# ---- sram_axi_bridge ----
Figure 1. Signal wires by layer (sram_axi_bridge).
Scale: 2 px per um.
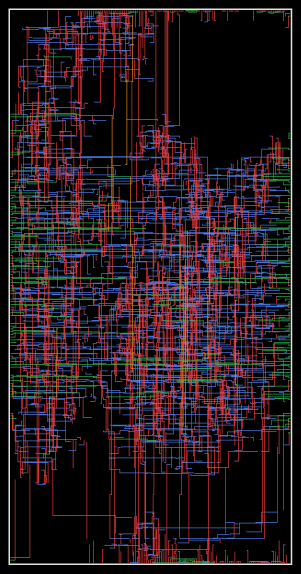

[config.mk]
export PLATFORM = sky130hd
export DESIGN_NAME = sram_axi_bridge
export DESIGN_NICKNAME = d
export VERILOG_FILES = /design/src/rtl/sram_axi_bridge.sv
export SDC_FILE = /design/constraint.sdc
export NUM_CORES = 1
export LEC_CHECK = 0
export CAP_MARGIN = 20
export CORE_ASPECT_RATIO = 2
export CORE_MARGIN = 2
export CORE_UTILIZATION = 40
export DETAILED_ROUTE_END_ITERATION = 16
export PLACE_DENSITY = 0.72
export SLEW_MARGIN = 20
export SYNTH_ARGS = -nofsm -noshare
export SYNTH_HDL_FRONTEND = slang
export SYNTH_SLANG_ARGS = --single-unit
[constraint.sdc]
create_clock -name clk -period 5.6 [get_ports clk]
set_input_delay 0.56 -clock clk [delete_from_list [all_inputs] [get_ports clk]]
set_output_delay 0.56 -clock clk [all_outputs]
set_load 0.005 [all_outputs]
[src/rtl/sram_axi_bridge.sv]
// Instruction/data sram-like ports to one AXI3 master: per-channel outstanding reads plus a posted write buffer.
// Optional sticky response-error flag enabled by defining SRAM_AXI_BUS_ERR_EN.
module sram_axi_bridge #(
    parameter int RD_DEPTH = 2,
    parameter int WB_DEPTH = 4
) (
    input  logic        clk,
    input  logic        rst_p,
    // instruction read port
    input  logic        inst_req,
    input  logic [31:0] inst_addr,
    output logic        inst_addr_ok,
    output logic        inst_data_ok,
    output logic [31:0] inst_rdata,
    // data port
    input  logic        data_req,
    input  logic        data_wr,
    input  logic [31:0] data_addr,
    input  logic [3:0]  data_wstrb,
    input  logic [31:0] data_wdata,
    output logic        data_addr_ok,
    output logic        data_read_ok,
    output logic [31:0] data_rdata,
    output logic        data_write_full,
    output logic        bus_err,
    // AXI3 read address
    output logic [3:0]  arid,
    output logic [31:0] araddr,
    output logic [7:0]  arlen,
    output logic [2:0]  arsize,
    output logic [1:0]  arburst,
    output logic [1:0]  arlock,
    output logic [3:0]  arcache,
    output logic [2:0]  arprot,
    output logic        arvalid,
    input  logic        arready,
    // AXI3 read data
    input  logic [3:0]  rid,
    input  logic [31:0] rdata,
    input  logic [1:0]  rresp,
    input  logic        rlast,
    input  logic        rvalid,
    output logic        rready,
    // AXI3 write address
    output logic [3:0]  awid,
    output logic [31:0] awaddr,
    output logic [7:0]  awlen,
    output logic [2:0]  awsize,
    output logic [1:0]  awburst,
    output logic [1:0]  awlock,
    output logic [3:0]  awcache,
    output logic [2:0]  awprot,
    output logic        awvalid,
    input  logic        awready,
    // AXI3 write data
    output logic [3:0]  wid,
    output logic [31:0] wdata,
    output logic [3:0]  wstrb,
    output logic        wlast,
    output logic        wvalid,
    input  logic        wready,
    // AXI3 write response
    input  logic [3:0]  bid,
    input  logic [1:0]  bresp,
    input  logic        bvalid,
    output logic        bready
);

    localparam int CW = $clog2(RD_DEPTH + 1);
    localparam int PW = $clog2(WB_DEPTH);
    localparam logic [CW-1:0] RD_MAX  = CW'(RD_DEPTH);
    localparam logic [PW:0]   WB_FULL = (PW + 1)'(WB_DEPTH);

    logic [CW-1:0] inst_cnt, data_cnt;
    logic          slot_free, data_rd_grant, raw_hit;
    logic          inst_rsp, data_rsp;

    // Pointers carry one wrap bit so "all entries pending" differs from "empty".
    logic [PW:0]   wb_head, wb_tail, wb_aw_ptr, wb_w_ptr, wb_count;
    logic [31:0]   wb_addr [WB_DEPTH];
    logic [31:0]   wb_data [WB_DEPTH];
    logic [3:0]    wb_strb [WB_DEPTH];
    logic          wb_push, wb_pop;
    logic [PW-1:0] raw_offs;

    assign arlen   = 8'd0;
    assign arsize  = 3'd2;
    assign arburst = 2'b01;
    assign arlock  = 2'b00;
    assign arcache = 4'd0;
    assign arprot  = 3'd0;
    assign awid    = 4'd1;
    assign awlen   = 8'd0;
    assign awsize  = 3'd2;
    assign awburst = 2'b01;
    assign awlock  = 2'b00;
    assign awcache = 4'd0;
    assign awprot  = 3'd0;
    assign wid     = 4'd1;
    assign wlast   = 1'b1;
    assign rready  = 1'b1;
    assign bready  = 1'b1;

    assign slot_free     = !arvalid || arready;
    assign data_rd_grant = data_req && !data_wr && slot_free && (data_cnt < RD_MAX) && !raw_hit;
    assign data_addr_ok  = data_rd_grant;
    assign inst_addr_ok  = inst_req && slot_free && (inst_cnt < RD_MAX) && !data_rd_grant;

    always_ff @(posedge clk) begin
        if (rst_p) begin
            arvalid <= 1'b0;
        end else if (data_rd_grant || inst_addr_ok) begin
            arvalid <= 1'b1;
        end else if (arready) begin
            arvalid <= 1'b0;
        end
    end

    always_ff @(posedge clk) begin
        if (data_rd_grant) begin
            araddr <= data_addr;
            arid   <= 4'd1;
        end else if (inst_addr_ok) begin
            araddr <= inst_addr;
            arid   <= 4'd0;
        end
    end

    assign inst_rsp     = rvalid && (rid == 4'd0);
    assign data_rsp     = rvalid && (rid == 4'd1);
    assign inst_data_ok = inst_rsp;
    assign data_read_ok = data_rsp;
    assign inst_rdata   = rdata;
    assign data_rdata   = rdata;

    always_ff @(posedge clk) begin
        if (rst_p) begin
            inst_cnt <= '0;
            data_cnt <= '0;
        end else begin
            inst_cnt <= inst_cnt + CW'(inst_addr_ok) - CW'(inst_rsp);
            data_cnt <= data_cnt + CW'(data_rd_grant) - CW'(data_rsp);
        end
    end

    assign wb_count        = wb_tail - wb_head;
    assign data_write_full = (wb_count == WB_FULL);
    assign wb_push         = data_req && data_wr && !data_write_full;
    assign wb_pop          = bvalid;

    assign awvalid = (wb_aw_ptr != wb_tail);
    assign awaddr  = wb_addr[wb_aw_ptr[PW-1:0]];
    assign wvalid  = (wb_w_ptr != wb_tail);
    assign wdata   = wb_data[wb_w_ptr[PW-1:0]];
    assign wstrb   = wb_strb[wb_w_ptr[PW-1:0]];

    always_ff @(posedge clk) begin
        if (rst_p) begin
            wb_head   <= '0;
            wb_tail   <= '0;
            wb_aw_ptr <= '0;
            wb_w_ptr  <= '0;
        end else begin
            if (wb_push)            wb_tail   <= wb_tail + 1'b1;
            if (wb_pop)             wb_head   <= wb_head + 1'b1;
            if (awvalid && awready) wb_aw_ptr <= wb_aw_ptr + 1'b1;
            if (wvalid && wready)   wb_w_ptr  <= wb_w_ptr + 1'b1;
        end
    end

    always_ff @(posedge clk) begin
        if (wb_push) begin
            wb_addr[wb_tail[PW-1:0]] <= data_addr;
            wb_data[wb_tail[PW-1:0]] <= data_wdata;
            wb_strb[wb_tail[PW-1:0]] <= data_wstrb;
        end
    end

    // An entry is live when its distance from head is below the occupancy.
    always_comb begin
        raw_hit  = 1'b0;
        raw_offs = '0;
        for (int i = 0; i < WB_DEPTH; i++) begin
            raw_offs = PW'(i) - wb_head[PW-1:0];
            if (({1'b0, raw_offs} < wb_count) && (wb_addr[i][31:2] == data_addr[31:2])) begin
                raw_hit = 1'b1;
            end
        end
    end

`ifdef SRAM_AXI_BUS_ERR_EN
    always_ff @(posedge clk) begin
        if (rst_p) begin
            bus_err <= 1'b0;
        end else if ((rvalid && (rresp != 2'b00)) || (bvalid && (bresp != 2'b00))) begin
            bus_err <= 1'b1;
        end
    end

    logic unused_inputs;
    assign unused_inputs = &{1'b0, rlast, bid};
`else
    assign bus_err = 1'b0;

    logic unused_inputs;
    assign unused_inputs = &{1'b0, rlast, bid, rresp, bresp};
`endif

endmodule

# ---- pipe_hazard_ctrl_flat ----
## config.mk

```make
export PLATFORM = sky130hd
export DESIGN_NAME = pipe_hazard_ctrl_flat
export DESIGN_NICKNAME = d
export VERILOG_FILES = /design/src/rtl/pipe_hazard_ctrl_if.sv /design/src/rtl/pipe_hazard_ctrl.sv /design/src/flat_wrapper.sv
export SDC_FILE = /design/constraint.sdc
export NUM_CORES = 1
export LEC_CHECK = 0
export CAP_MARGIN = 40
export CORE_MARGIN = 2
export CORE_UTILIZATION = 35
export DETAILED_ROUTE_END_ITERATION = 6
export HOLD_SLACK_MARGIN = 0.12
export RECOVER_POWER = 50
export SLEW_MARGIN = 20
export SYNTH_ARGS = -nofsm -noshare
export SYNTH_HDL_FRONTEND = slang
export SYNTH_SLANG_ARGS = --single-unit
```

## constraint.sdc

```tcl
create_clock -name clk -period 2.4 [get_ports clk]
set_input_delay 0.24 -clock clk [delete_from_list [all_inputs] [get_ports clk]]
set_output_delay 0.24 -clock clk [all_outputs]
set_load 0.005 [all_outputs]
```

## src/rtl/pipe_hazard_ctrl_if.sv

```systemverilog
// rtl/pipe_hazard_ctrl_if.sv - hazard inputs and pipeline control outputs of the sequencer
interface pipe_hazard_ctrl_if #(
    parameter int RA_W  = 3,
    parameter int CNT_W = 16
);
    logic [3:0]      id_opcode;
    logic [RA_W-1:0] id_rs1;
    logic [RA_W-1:0] id_rs2;
    logic            ex_memread;
    logic [RA_W-1:0] ex_rd;
    logic            ex_branch_taken;
    logic            mem_access;
    logic            mem_ready;

    logic             pc_en;
    logic             ifid_en;
    logic             ifid_flush;
    logic             idex_en;
    logic             idex_flush;
    logic             pipe_en;
    logic             halted;
    logic [CNT_W-1:0] stall_cnt;
    logic [CNT_W-1:0] flush_cnt;

    modport master (
        output id_opcode, id_rs1, id_rs2, ex_memread, ex_rd,
               ex_branch_taken, mem_access, mem_ready,
        input  pc_en, ifid_en, ifid_flush, idex_en, idex_flush,
               pipe_en, halted, stall_cnt, flush_cnt
    );

    modport slave (
        input  id_opcode, id_rs1, id_rs2, ex_memread, ex_rd,
               ex_branch_taken, mem_access, mem_ready,
        output pc_en, ifid_en, ifid_flush, idex_en, idex_flush,
               pipe_en, halted, stall_cnt, flush_cnt
    );
endinterface

```

## src/rtl/pipe_hazard_ctrl.sv

```systemverilog
// rtl/pipe_hazard_ctrl.sv - load-use stall, branch flush and memory-wait freeze sequencer
module pipe_hazard_ctrl #(
    parameter int RA_W    = 3,
    parameter int CNT_W   = 16,
    parameter int TIMEOUT = 64
) (
    input logic               clk,
    input logic               rst_n,
    pipe_hazard_ctrl_if.slave hz
);
    typedef enum logic [1:0] {RUN, MEM_WAIT, HALT} state_t;

    localparam logic [7:0] TMO = 8'(TIMEOUT);

    state_t           state;
    logic [7:0]       wait_cnt;
    logic [CNT_W-1:0] stall_q;
    logic [CNT_W-1:0] flush_q;

    logic use_rs1;
    logic use_rs2;
    logic freeze;
    logic flush;
    logic lu;

    logic pc_en_c;
    logic ifid_en_c;
    logic ifid_flush_c;
    logic idex_en_c;
    logic idex_flush_c;
    logic pipe_en_c;
    logic halted_c;

    always_comb begin
        use_rs1 = 1'b0;
        use_rs2 = 1'b0;
        case (hz.id_opcode)
            4'h0, 4'h1, 4'h2, 4'h3, 4'h6: begin
                use_rs1 = 1'b1;
                use_rs2 = 1'b1;
            end
            4'h4, 4'h5: use_rs1 = 1'b1;
            default: ;
        endcase
    end

    assign freeze = (state != HALT) && hz.mem_access && !hz.mem_ready;
    assign flush  = (state != HALT) && !freeze && hz.ex_branch_taken;
    assign lu     = (state != HALT) && !freeze && !flush && hz.ex_memread &&
                    ((use_rs1 && (hz.ex_rd == hz.id_rs1)) ||
                     (use_rs2 && (hz.ex_rd == hz.id_rs2)));

    // Reset forces both flushes so the pipeline registers fill with NOPs/bubbles.
    always_comb begin
        pc_en_c      = 1'b0;
        ifid_en_c    = 1'b0;
        ifid_flush_c = 1'b0;
        idex_en_c    = 1'b0;
        idex_flush_c = 1'b0;
        pipe_en_c    = 1'b0;
        halted_c     = 1'b0;
        if (!rst_n) begin
            ifid_flush_c = 1'b1;
            idex_flush_c = 1'b1;
        end else if (state == HALT) begin
            halted_c = 1'b1;
        end else if (freeze) begin
            pc_en_c = 1'b0;
        end else if (flush) begin
            pc_en_c      = 1'b1;
            ifid_en_c    = 1'b1;
            ifid_flush_c = 1'b1;
            idex_en_c    = 1'b1;
            idex_flush_c = 1'b1;
            pipe_en_c    = 1'b1;
        end else if (lu) begin
            idex_en_c    = 1'b1;
            idex_flush_c = 1'b1;
            pipe_en_c    = 1'b1;
        end else begin
            pc_en_c   = 1'b1;
            ifid_en_c = 1'b1;
            idex_en_c = 1'b1;
            pipe_en_c = 1'b1;
        end
    end

    // wait_cnt holds the number of not-ready cycles already completed.
    always_ff @(posedge clk) begin
        if (!rst_n) begin
            state    <= RUN;
            wait_cnt <= 8'd0;
            stall_q  <= '0;
            flush_q  <= '0;
        end else begin
            case (state)
                RUN: begin
                    if (freeze) begin
                        wait_cnt <= 8'd1;
                        state    <= (TMO == 8'd1) ? HALT : MEM_WAIT;
                    end
                end
                MEM_WAIT: begin
                    if (freeze) begin
                        wait_cnt <= wait_cnt + 8'd1;
                        if (wait_cnt + 8'd1 == TMO) begin
                            state <= HALT;
                        end
                    end else begin
                        wait_cnt <= 8'd0;
                        state    <= RUN;
                    end
                end
                default: state <= HALT;
            endcase

            if (state != HALT) begin
                if ((freeze || lu) && (stall_q != '1)) begin
                    stall_q <= stall_q + CNT_W'(1);
                end
                if (flush && (flush_q != '1)) begin
                    flush_q <= flush_q + CNT_W'(1);
                end
            end
        end
    end

    assign hz.pc_en      = pc_en_c;
    assign hz.ifid_en    = ifid_en_c;
    assign hz.ifid_flush = ifid_flush_c;
    assign hz.idex_en    = idex_en_c;
    assign hz.idex_flush = idex_flush_c;
    assign hz.pipe_en    = pipe_en_c;
    assign hz.halted     = halted_c;
    assign hz.stall_cnt  = stall_q;
    assign hz.flush_cnt  = flush_q;
endmodule

```

## src/flat_wrapper.sv

```systemverilog
// flat-port wrapper written by rule: the top's interface ports become plain ports
module pipe_hazard_ctrl_flat 
#(
    parameter int RA_W    = 3,
    parameter int CNT_W   = 16,
    parameter int TIMEOUT = 64
)
  (clk, rst_n, hz_id_opcode, hz_id_rs1, hz_id_rs2, hz_ex_memread, hz_ex_rd, hz_ex_branch_taken, hz_mem_access, hz_mem_ready, hz_pc_en, hz_ifid_en, hz_ifid_flush, hz_idex_en, hz_idex_flush, hz_pipe_en, hz_halted, hz_stall_cnt, hz_flush_cnt);
  pipe_hazard_ctrl_if #(.RA_W(RA_W), .CNT_W(CNT_W)) hz_i ();
  input logic clk;
  input logic rst_n;
  input wire logic [$bits(hz_i.id_opcode)-1:0] hz_id_opcode;
  input wire logic [$bits(hz_i.id_rs1)-1:0] hz_id_rs1;
  input wire logic [$bits(hz_i.id_rs2)-1:0] hz_id_rs2;
  input wire logic [$bits(hz_i.ex_memread)-1:0] hz_ex_memread;
  input wire logic [$bits(hz_i.ex_rd)-1:0] hz_ex_rd;
  input wire logic [$bits(hz_i.ex_branch_taken)-1:0] hz_ex_branch_taken;
  input wire logic [$bits(hz_i.mem_access)-1:0] hz_mem_access;
  input wire logic [$bits(hz_i.mem_ready)-1:0] hz_mem_ready;
  output wire logic [$bits(hz_i.pc_en)-1:0] hz_pc_en;
  output wire logic [$bits(hz_i.ifid_en)-1:0] hz_ifid_en;
  output wire logic [$bits(hz_i.ifid_flush)-1:0] hz_ifid_flush;
  output wire logic [$bits(hz_i.idex_en)-1:0] hz_idex_en;
  output wire logic [$bits(hz_i.idex_flush)-1:0] hz_idex_flush;
  output wire logic [$bits(hz_i.pipe_en)-1:0] hz_pipe_en;
  output wire logic [$bits(hz_i.halted)-1:0] hz_halted;
  output wire logic [$bits(hz_i.stall_cnt)-1:0] hz_stall_cnt;
  output wire logic [$bits(hz_i.flush_cnt)-1:0] hz_flush_cnt;
  assign hz_i.id_opcode = hz_id_opcode;
  assign hz_i.id_rs1 = hz_id_rs1;
  assign hz_i.id_rs2 = hz_id_rs2;
  assign hz_i.ex_memread = hz_ex_memread;
  assign hz_i.ex_rd = hz_ex_rd;
  assign hz_i.ex_branch_taken = hz_ex_branch_taken;
  assign hz_i.mem_access = hz_mem_access;
  assign hz_i.mem_ready = hz_mem_ready;
  assign hz_pc_en = hz_i.pc_en;
  assign hz_ifid_en = hz_i.ifid_en;
  assign hz_ifid_flush = hz_i.ifid_flush;
  assign hz_idex_en = hz_i.idex_en;
  assign hz_idex_flush = hz_i.idex_flush;
  assign hz_pipe_en = hz_i.pipe_en;
  assign hz_halted = hz_i.halted;
  assign hz_stall_cnt = hz_i.stall_cnt;
  assign hz_flush_cnt = hz_i.flush_cnt;
  pipe_hazard_ctrl #(.RA_W(RA_W), .CNT_W(CNT_W), .TIMEOUT(TIMEOUT)) u_core (.clk(clk), .rst_n(rst_n), .hz(hz_i));
endmodule
```

# ---- fifo_wr_arbiter ----
--- src/rtl/fifo_arb_pkg.sv ---
// Shared types and width helpers for the FIFO write-port arbiter and its
// rotating-priority finder.
package fifo_arb_pkg;

  typedef enum logic {
    IDLE  = 1'b0,
    BURST = 1'b1
  } arb_state_t;

  localparam int DEF_NUM_REQ   = 4;
  localparam int DEF_MAX_BURST = 4;

  // Derived widths for the default configuration
  localparam int OWNER_W = $clog2(DEF_NUM_REQ);
  localparam int CNT_W   = $clog2(DEF_MAX_BURST + 1);

  function automatic int owner_w(input int n);
    return (n < 2) ? 1 : $clog2(n);
  endfunction

  function automatic int cnt_w(input int m);
    return $clog2(m + 1);
  endfunction

endpackage

--- src/rtl/fifo_wr_arbiter_rr_pick.sv ---
// Combinational rotating-priority finder: first set request at or above
// rr_ptr, wrapping modulo NUM_REQ.
module rr_pick
  import fifo_arb_pkg::*;
#(
  parameter  int NUM_REQ = DEF_NUM_REQ,
  localparam int IDX_W   = owner_w(NUM_REQ)
) (
  input  logic [NUM_REQ-1:0] req,
  input  logic [IDX_W-1:0]   rr_ptr,
  output logic               found,
  output logic [IDX_W-1:0]   idx
);

  always_comb begin
    int j;
    j     = 0;
    found = 1'b0;
    idx   = '0;
    for (int k = 0; k < NUM_REQ; k++) begin
      j = int'(rr_ptr) + k;
      if (j >= NUM_REQ) j = j - NUM_REQ;
      if (!found && req[j]) begin
        found = 1'b1;
        idx   = IDX_W'(j);
      end
    end
  end

endmodule

--- src/rtl/fifo_wr_arbiter.sv ---
// Round-robin, burst-locking arbiter sharing the async FIFO write port
// among NUM_REQ write-domain requesters; honours the FIFO full flag.
module fifo_wr_arbiter
  import fifo_arb_pkg::*;
#(
  parameter  int NUM_REQ    = DEF_NUM_REQ,
  parameter  int DATA_WIDTH = 8,
  parameter  int MAX_BURST  = DEF_MAX_BURST,
  localparam int OWN_W      = owner_w(NUM_REQ),
  localparam int BCNT_W     = cnt_w(MAX_BURST)
) (
  input  logic                          wclk,
  input  logic                          rst,
  input  logic [NUM_REQ-1:0]            req,
  input  logic [NUM_REQ*DATA_WIDTH-1:0] req_data,
  input  logic [NUM_REQ-1:0]            req_last,
  input  logic                          full,
  output logic [NUM_REQ-1:0]            ack,
  output logic                          w_en,
  output logic [DATA_WIDTH-1:0]         wdata,
  output logic                          busy,
  output logic [OWN_W-1:0]              owner
);

  arb_state_t        state_q, state_d;
  logic [OWN_W-1:0]  rr_ptr_q, rr_ptr_d;
  logic [OWN_W-1:0]  owner_q, owner_d;
  logic [BCNT_W-1:0] beat_cnt_q, beat_cnt_d;

  logic              pick_found;
  logic [OWN_W-1:0]  pick_idx;
  logic              accept;
  logic              end_burst;

  rr_pick #(.NUM_REQ(NUM_REQ)) u_pick (
    .req    (req),
    .rr_ptr (rr_ptr_q),
    .found  (pick_found),
    .idx    (pick_idx)
  );

  // Handshake: a word moves only when the owner requests, the FIFO has room
  // and reset is low; ack is that same strobe steered to the owner.
  assign accept = (state_q == BURST) && req[owner_q] && !full && !rst;

  always_comb begin
    w_en          = accept;
    ack           = '0;
    ack[owner_q]  = accept;
    wdata         = req_data[int'(owner_q)*DATA_WIDTH +: DATA_WIDTH];
  end

  assign busy  = (state_q == BURST);
  assign owner = owner_q;

  always_comb begin
    state_d    = state_q;
    rr_ptr_d   = rr_ptr_q;
    owner_d    = owner_q;
    beat_cnt_d = beat_cnt_q;
    end_burst  = 1'b0;
    case (state_q)
      IDLE: begin
        if (pick_found) begin
          state_d    = BURST;
          owner_d    = pick_idx;
          beat_cnt_d = '0;
        end
      end
      BURST: begin
        if (!req[owner_q]) begin
          end_burst = 1'b1;
        end else if (accept) begin
          beat_cnt_d = beat_cnt_q + 1'b1;
          if (req_last[owner_q] || beat_cnt_q == BCNT_W'(MAX_BURST - 1))
            end_burst = 1'b1;
        end
        // Pointer moves past the finished owner so any waiter is next
        if (end_burst) begin
          state_d    = IDLE;
          beat_cnt_d = '0;
          rr_ptr_d   = (owner_q == OWN_W'(NUM_REQ - 1)) ? '0 : owner_q + 1'b1;
        end
      end
      default: state_d = IDLE;
    endcase
  end

  always_ff @(posedge wclk) begin
    if (rst) begin
      state_q    <= IDLE;
      rr_ptr_q   <= '0;
      owner_q    <= '0;
      beat_cnt_q <= '0;
    end else begin
      state_q    <= state_d;
      rr_ptr_q   <= rr_ptr_d;
      owner_q    <= owner_d;
      beat_cnt_q <= beat_cnt_d;
    end
  end

endmodule
--- config.mk ---
export PLATFORM = sky130hd
export DESIGN_NAME = fifo_wr_arbiter
export DESIGN_NICKNAME = d
export VERILOG_FILES = /design/src/rtl/fifo_arb_pkg.sv /design/src/rtl/fifo_wr_arbiter_rr_pick.sv /design/src/rtl/fifo_wr_arbiter.sv
export SDC_FILE = /design/constraint.sdc
export NUM_CORES = 1
export LEC_CHECK = 0
export ABC_AREA = 1
export CAP_MARGIN = 20
export CELL_PAD_IN_SITES_DETAIL_PLACEMENT = 1
export CELL_PAD_IN_SITES_GLOBAL_PLACEMENT = 2
export CORE_MARGIN = 3
export CORE_UTILIZATION = 19
export DETAILED_ROUTE_END_ITERATION = 12
export PLACE_DENSITY = 0.84
export SLEW_MARGIN = 10
export SYNTH_ARGS = -nofsm -noshare
export SYNTH_HDL_FRONTEND = slang
export SYNTH_HIERARCHICAL = 1
export SYNTH_SLANG_ARGS = --single-unit
--- constraint.sdc ---
create_clock -name wclk -period 1.7 [get_ports wclk]
set_input_delay 0.17 -clock wclk [delete_from_list [all_inputs] [get_ports wclk]]
set_output_delay 0.17 -clock wclk [all_outputs]
set_load 0.02 [all_outputs]

==> layout pictures side by side <==
Congestion heat map.
(a)
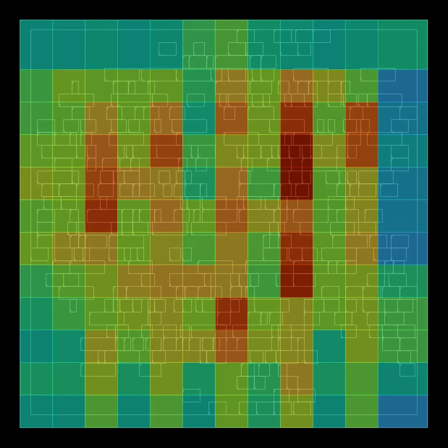
(b)
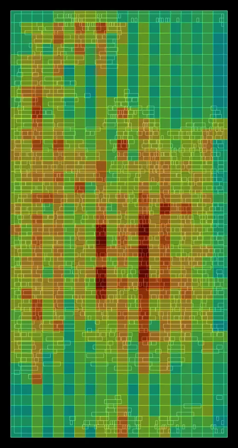
(c)
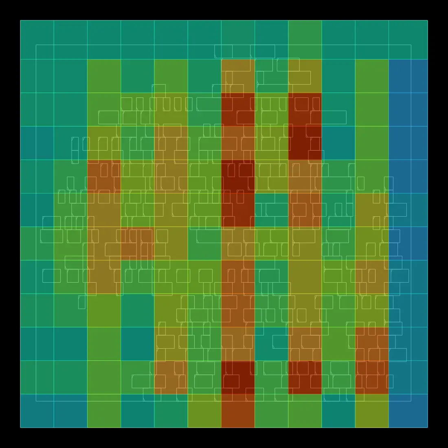
pipe_hazard_ctrl_flat -> (a)
sram_axi_bridge -> (b)
fifo_wr_arbiter -> (c)

Figure 2. Signal wires by layer (fifo_wr_arbiter).
Scale: 4 px per um.
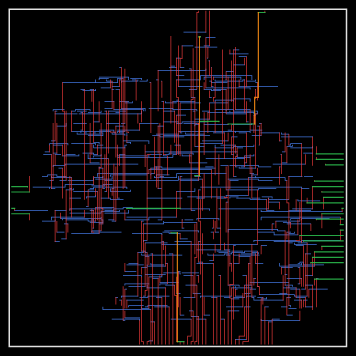
- blue: met1 (wire length 1,870 um)
- red: met2 (wire length 2,190 um)
- green: met3 (wire length 165 um)
- orange: met4 (wire length 90.7 um)

==> changes_impl.md, fifo_wr_arbiter <==
## Implementation

- Status: completed
- Placed insts: 339
- Cell Area, Placed: 1960 sq um
- Drc violations: 0
- Vias in the first global route: 1,578
- Fraction of area in multi-input gates: 43.4%
- Rel. slew slack: 83.6%
- CLK BUF: 3
- Clk root buf: clkbuf_8
- Wire length on met1: 1870 um
- Dpl hpwl: 3470 um
- Synth Seq Share: 13.9%
- Yosys adder share: 6.51%
- Most numerous logic cells after layout: clkdlybuf4s50_1, nand2_1, nor2_1, buf_4, inv_1
- Flop area: 166 sq um
- Largest net degree at the start of global routing: 21
- Core area: 5680 sq um
- Post-Layout Cell Count: 345
- Non-clk invs: 25
- Fin. Hold Viols: 0
- Simple Share, Synth: 50.1%
- Synth Area per Inst: 6.04 sq um
- Post-synth top cells: nand2_1, nor2_1, inv_1
- Hold wc startpoint: rr_ptr_q[1]
- Setup bufs post-CTS: 0
- Syn Inst Count: 191
- Synth Cell Area: 1150 sq um
- Area leader, netlist: dfxtp_1
- Layout clock area frac: 1.98%
- Final Net Count: 324
- R2R setup slack: 0.07 ns
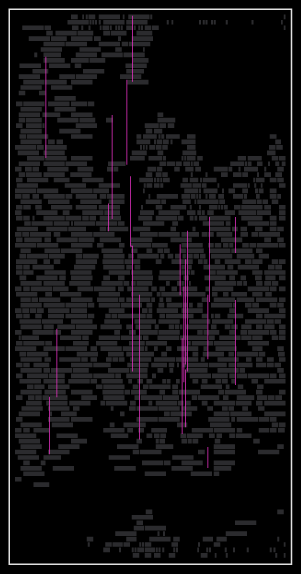
Figure 3: sram_axi_bridge, signal wires on met4.
Scale: 2 px per um. Cells faint in the background.
- longest straight run: 72.1 um
- nets with wire on the layer: 12
DR vias: 7,573
total wire length: 32,200 um

About Figure 1:
- orange: met4 (wire length 839 um)
- green: met3 (wire length 3,070 um)
- red: met2 (wire length 15,600 um)
- blue: met1 (wire length 12,700 um)

==> changes_impl.md, sram_axi_bridge <==
## Implementation

- Status: completed
- Floorplan utilization: 40.3%
- Worst-margin pin slew: 1.04 ns
- Sequential power share: 47.3%
- Worst r2r path cells: 17
- Gate power share: 17.4%
- HP Class: register to register
- Cell Area, Placed: 16,700 sq um
- Biggest consumer: registers
- Initial antenna violation count: 0
- Synth Area per Inst: 17.0 sq um
- Wire length on met1: 12,700 um
- Die area: 38,900 sq um
- Worst setup path endpoint: inst_addr_ok
- Flop share of the area: 53.9%
- Dpl hpwl: 21,600 um
- RR Endpoint: inst_cnt[1]
- Max FO, Critical Path: 7
- Registers, synthesis: 326
- Critical path depth: 14
- TritonCTS clock tree: built
- WP data arrival: 4.27 ns
- Worst EP required: 5.04 ns
- Vias in the first global route: 8,004
- # Cells Yosys: 875
- Synth Area in XOR/XNOR: 8.29%
- Fin crit period: 4.83 ns
- N_diodes: 0
- Worst-case clock buffer depth: 3
- DR pass1 iterations: 5
- Antenna viol nets, final: 0
- Pwr dens: 338 nW/um^2
- H-tree depth: 1
- Crit-path max cell delay: 0.53 ns
- MaxCap Viol Count: 0
- Layout area overhead: 19.3%
- Async S/R FF share, synth: 0%
- Flop count: 326
- Yosys adder share: 1.65%
- GRT Total Usage: 16.2%
- Post-Layout Cell Count: 1,498
- Crit. End Element: primary output
- First-pass GRT wire length: 48,200 um
- Unrepaired setup endpoints after global routing: false
- Final period util: 86.3%
- Fillcell total: 3,056
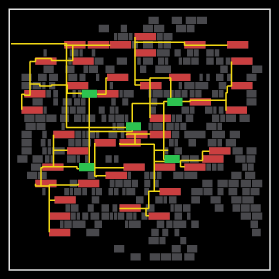
Figure 4: pipe_hazard_ctrl_flat, clock network drawn from the DEF.
Scale: 3 px per um.
- yellow: clock wires (length 554 um)
- red: flip-flops (count 42)
- green: cells driving clock nets (count 5)
- routed clock nets: 6

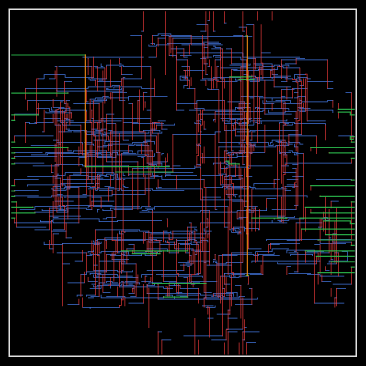
Figure 5: pipe_hazard_ctrl_flat, signal wires by layer.
Scale: 4 px per um.
- blue: met1 (wire length 2,950 um)
- orange: met4 (wire length 87.7 um)
- green: met3 (wire length 334 um)
- red: met2 (wire length 2,600 um)
wire per inst: 14.1 um
total wire length: 5980 um

==> changes_impl.md, pipe_hazard_ctrl_flat <==
## Implementation

- Worst EP required: 2.16 ns
- Hold Path Cell Cnt: 2
- Sequential power share: 54.2%
- Hold Path End: u_core.hz.stall_cnt[9]
- CP dominant cell by count: clkdlybuf4s50_1
- Area fraction in compound gates after synthesis: 13.2%
- Antenna viol nets, final: 0
- CP delay by family, top: buffers and inverters
- Synth Warn #: 0
- Yosys synthesis chip area: 2380 sq um
- Gate power share: 13.4%
- Status: completed
- Fraction of area in multi-input gates: 45.7%
- Clk latency late pin: 0.29 ns
- GPL Wtd Cong: 0.807
- CLK BUF: 7
- Unrepaired setup endpoints after global routing: false
- Synth Area in XOR/XNOR: 7.74%
- Die Y: 86.4 um
- GRT Total Usage: 16.7%
- Overflow after GRT: 0
- Port Buffers: 57
- # Cells Yosys: 281
- Area fraction in mux cells: 2.95%
- Tap Count: 80
- Main logic family: simple AND/OR/NAND/NOR gates
- Metal3 WL: 333 um
- Count leader, synth: dfxtp_1
- Comb area: 1440 sq um


==> layout pictures side by side <==
Close-up of the layout.
panel A
Window x 95 to 115, y 59 to 79 um. Cells in gray, sequential cells in the stronger gray; small squares are vias.
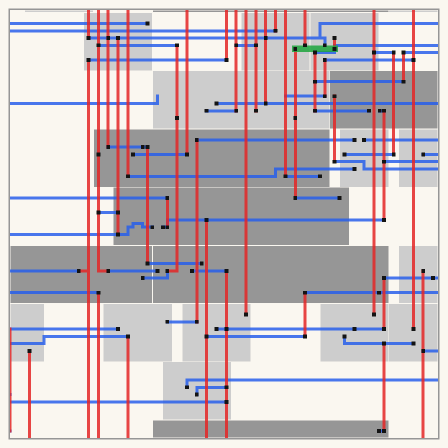
panel B
Window x 55 to 75, y 12 to 32 um. Cells in gray, sequential cells in the stronger gray; small squares are vias.
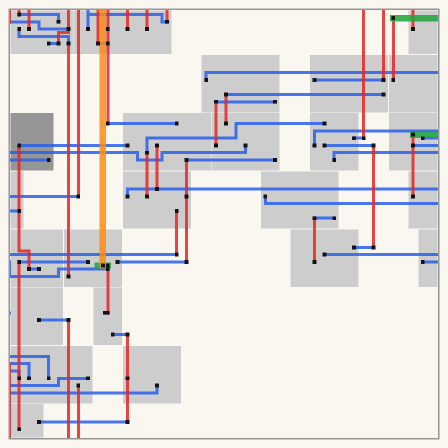
panel C
Window x 53 to 73, y 11 to 31 um. Cells in gray, sequential cells in the stronger gray; small squares are vias.
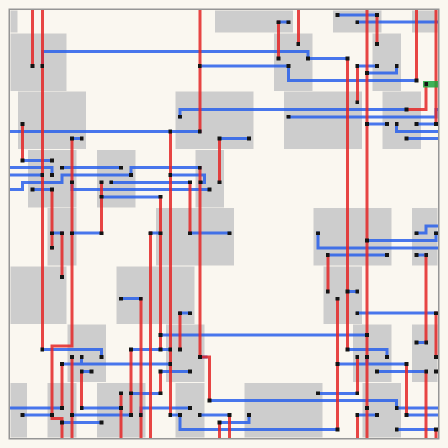
- panel C = fifo_wr_arbiter
- panel A = sram_axi_bridge
- panel B = pipe_hazard_ctrl_flat

Key to panel B:
- orange: met4
- green: met3
- red: met2
- blue: met1
- most frequent: clkdlybuf4s50_1 (4), buf_4 (3), xnor2_1 (2)
- sequential cells in the window: 0
- cells with their middle in the window: 19

Power is estimated from default activity; no workload was simulated.
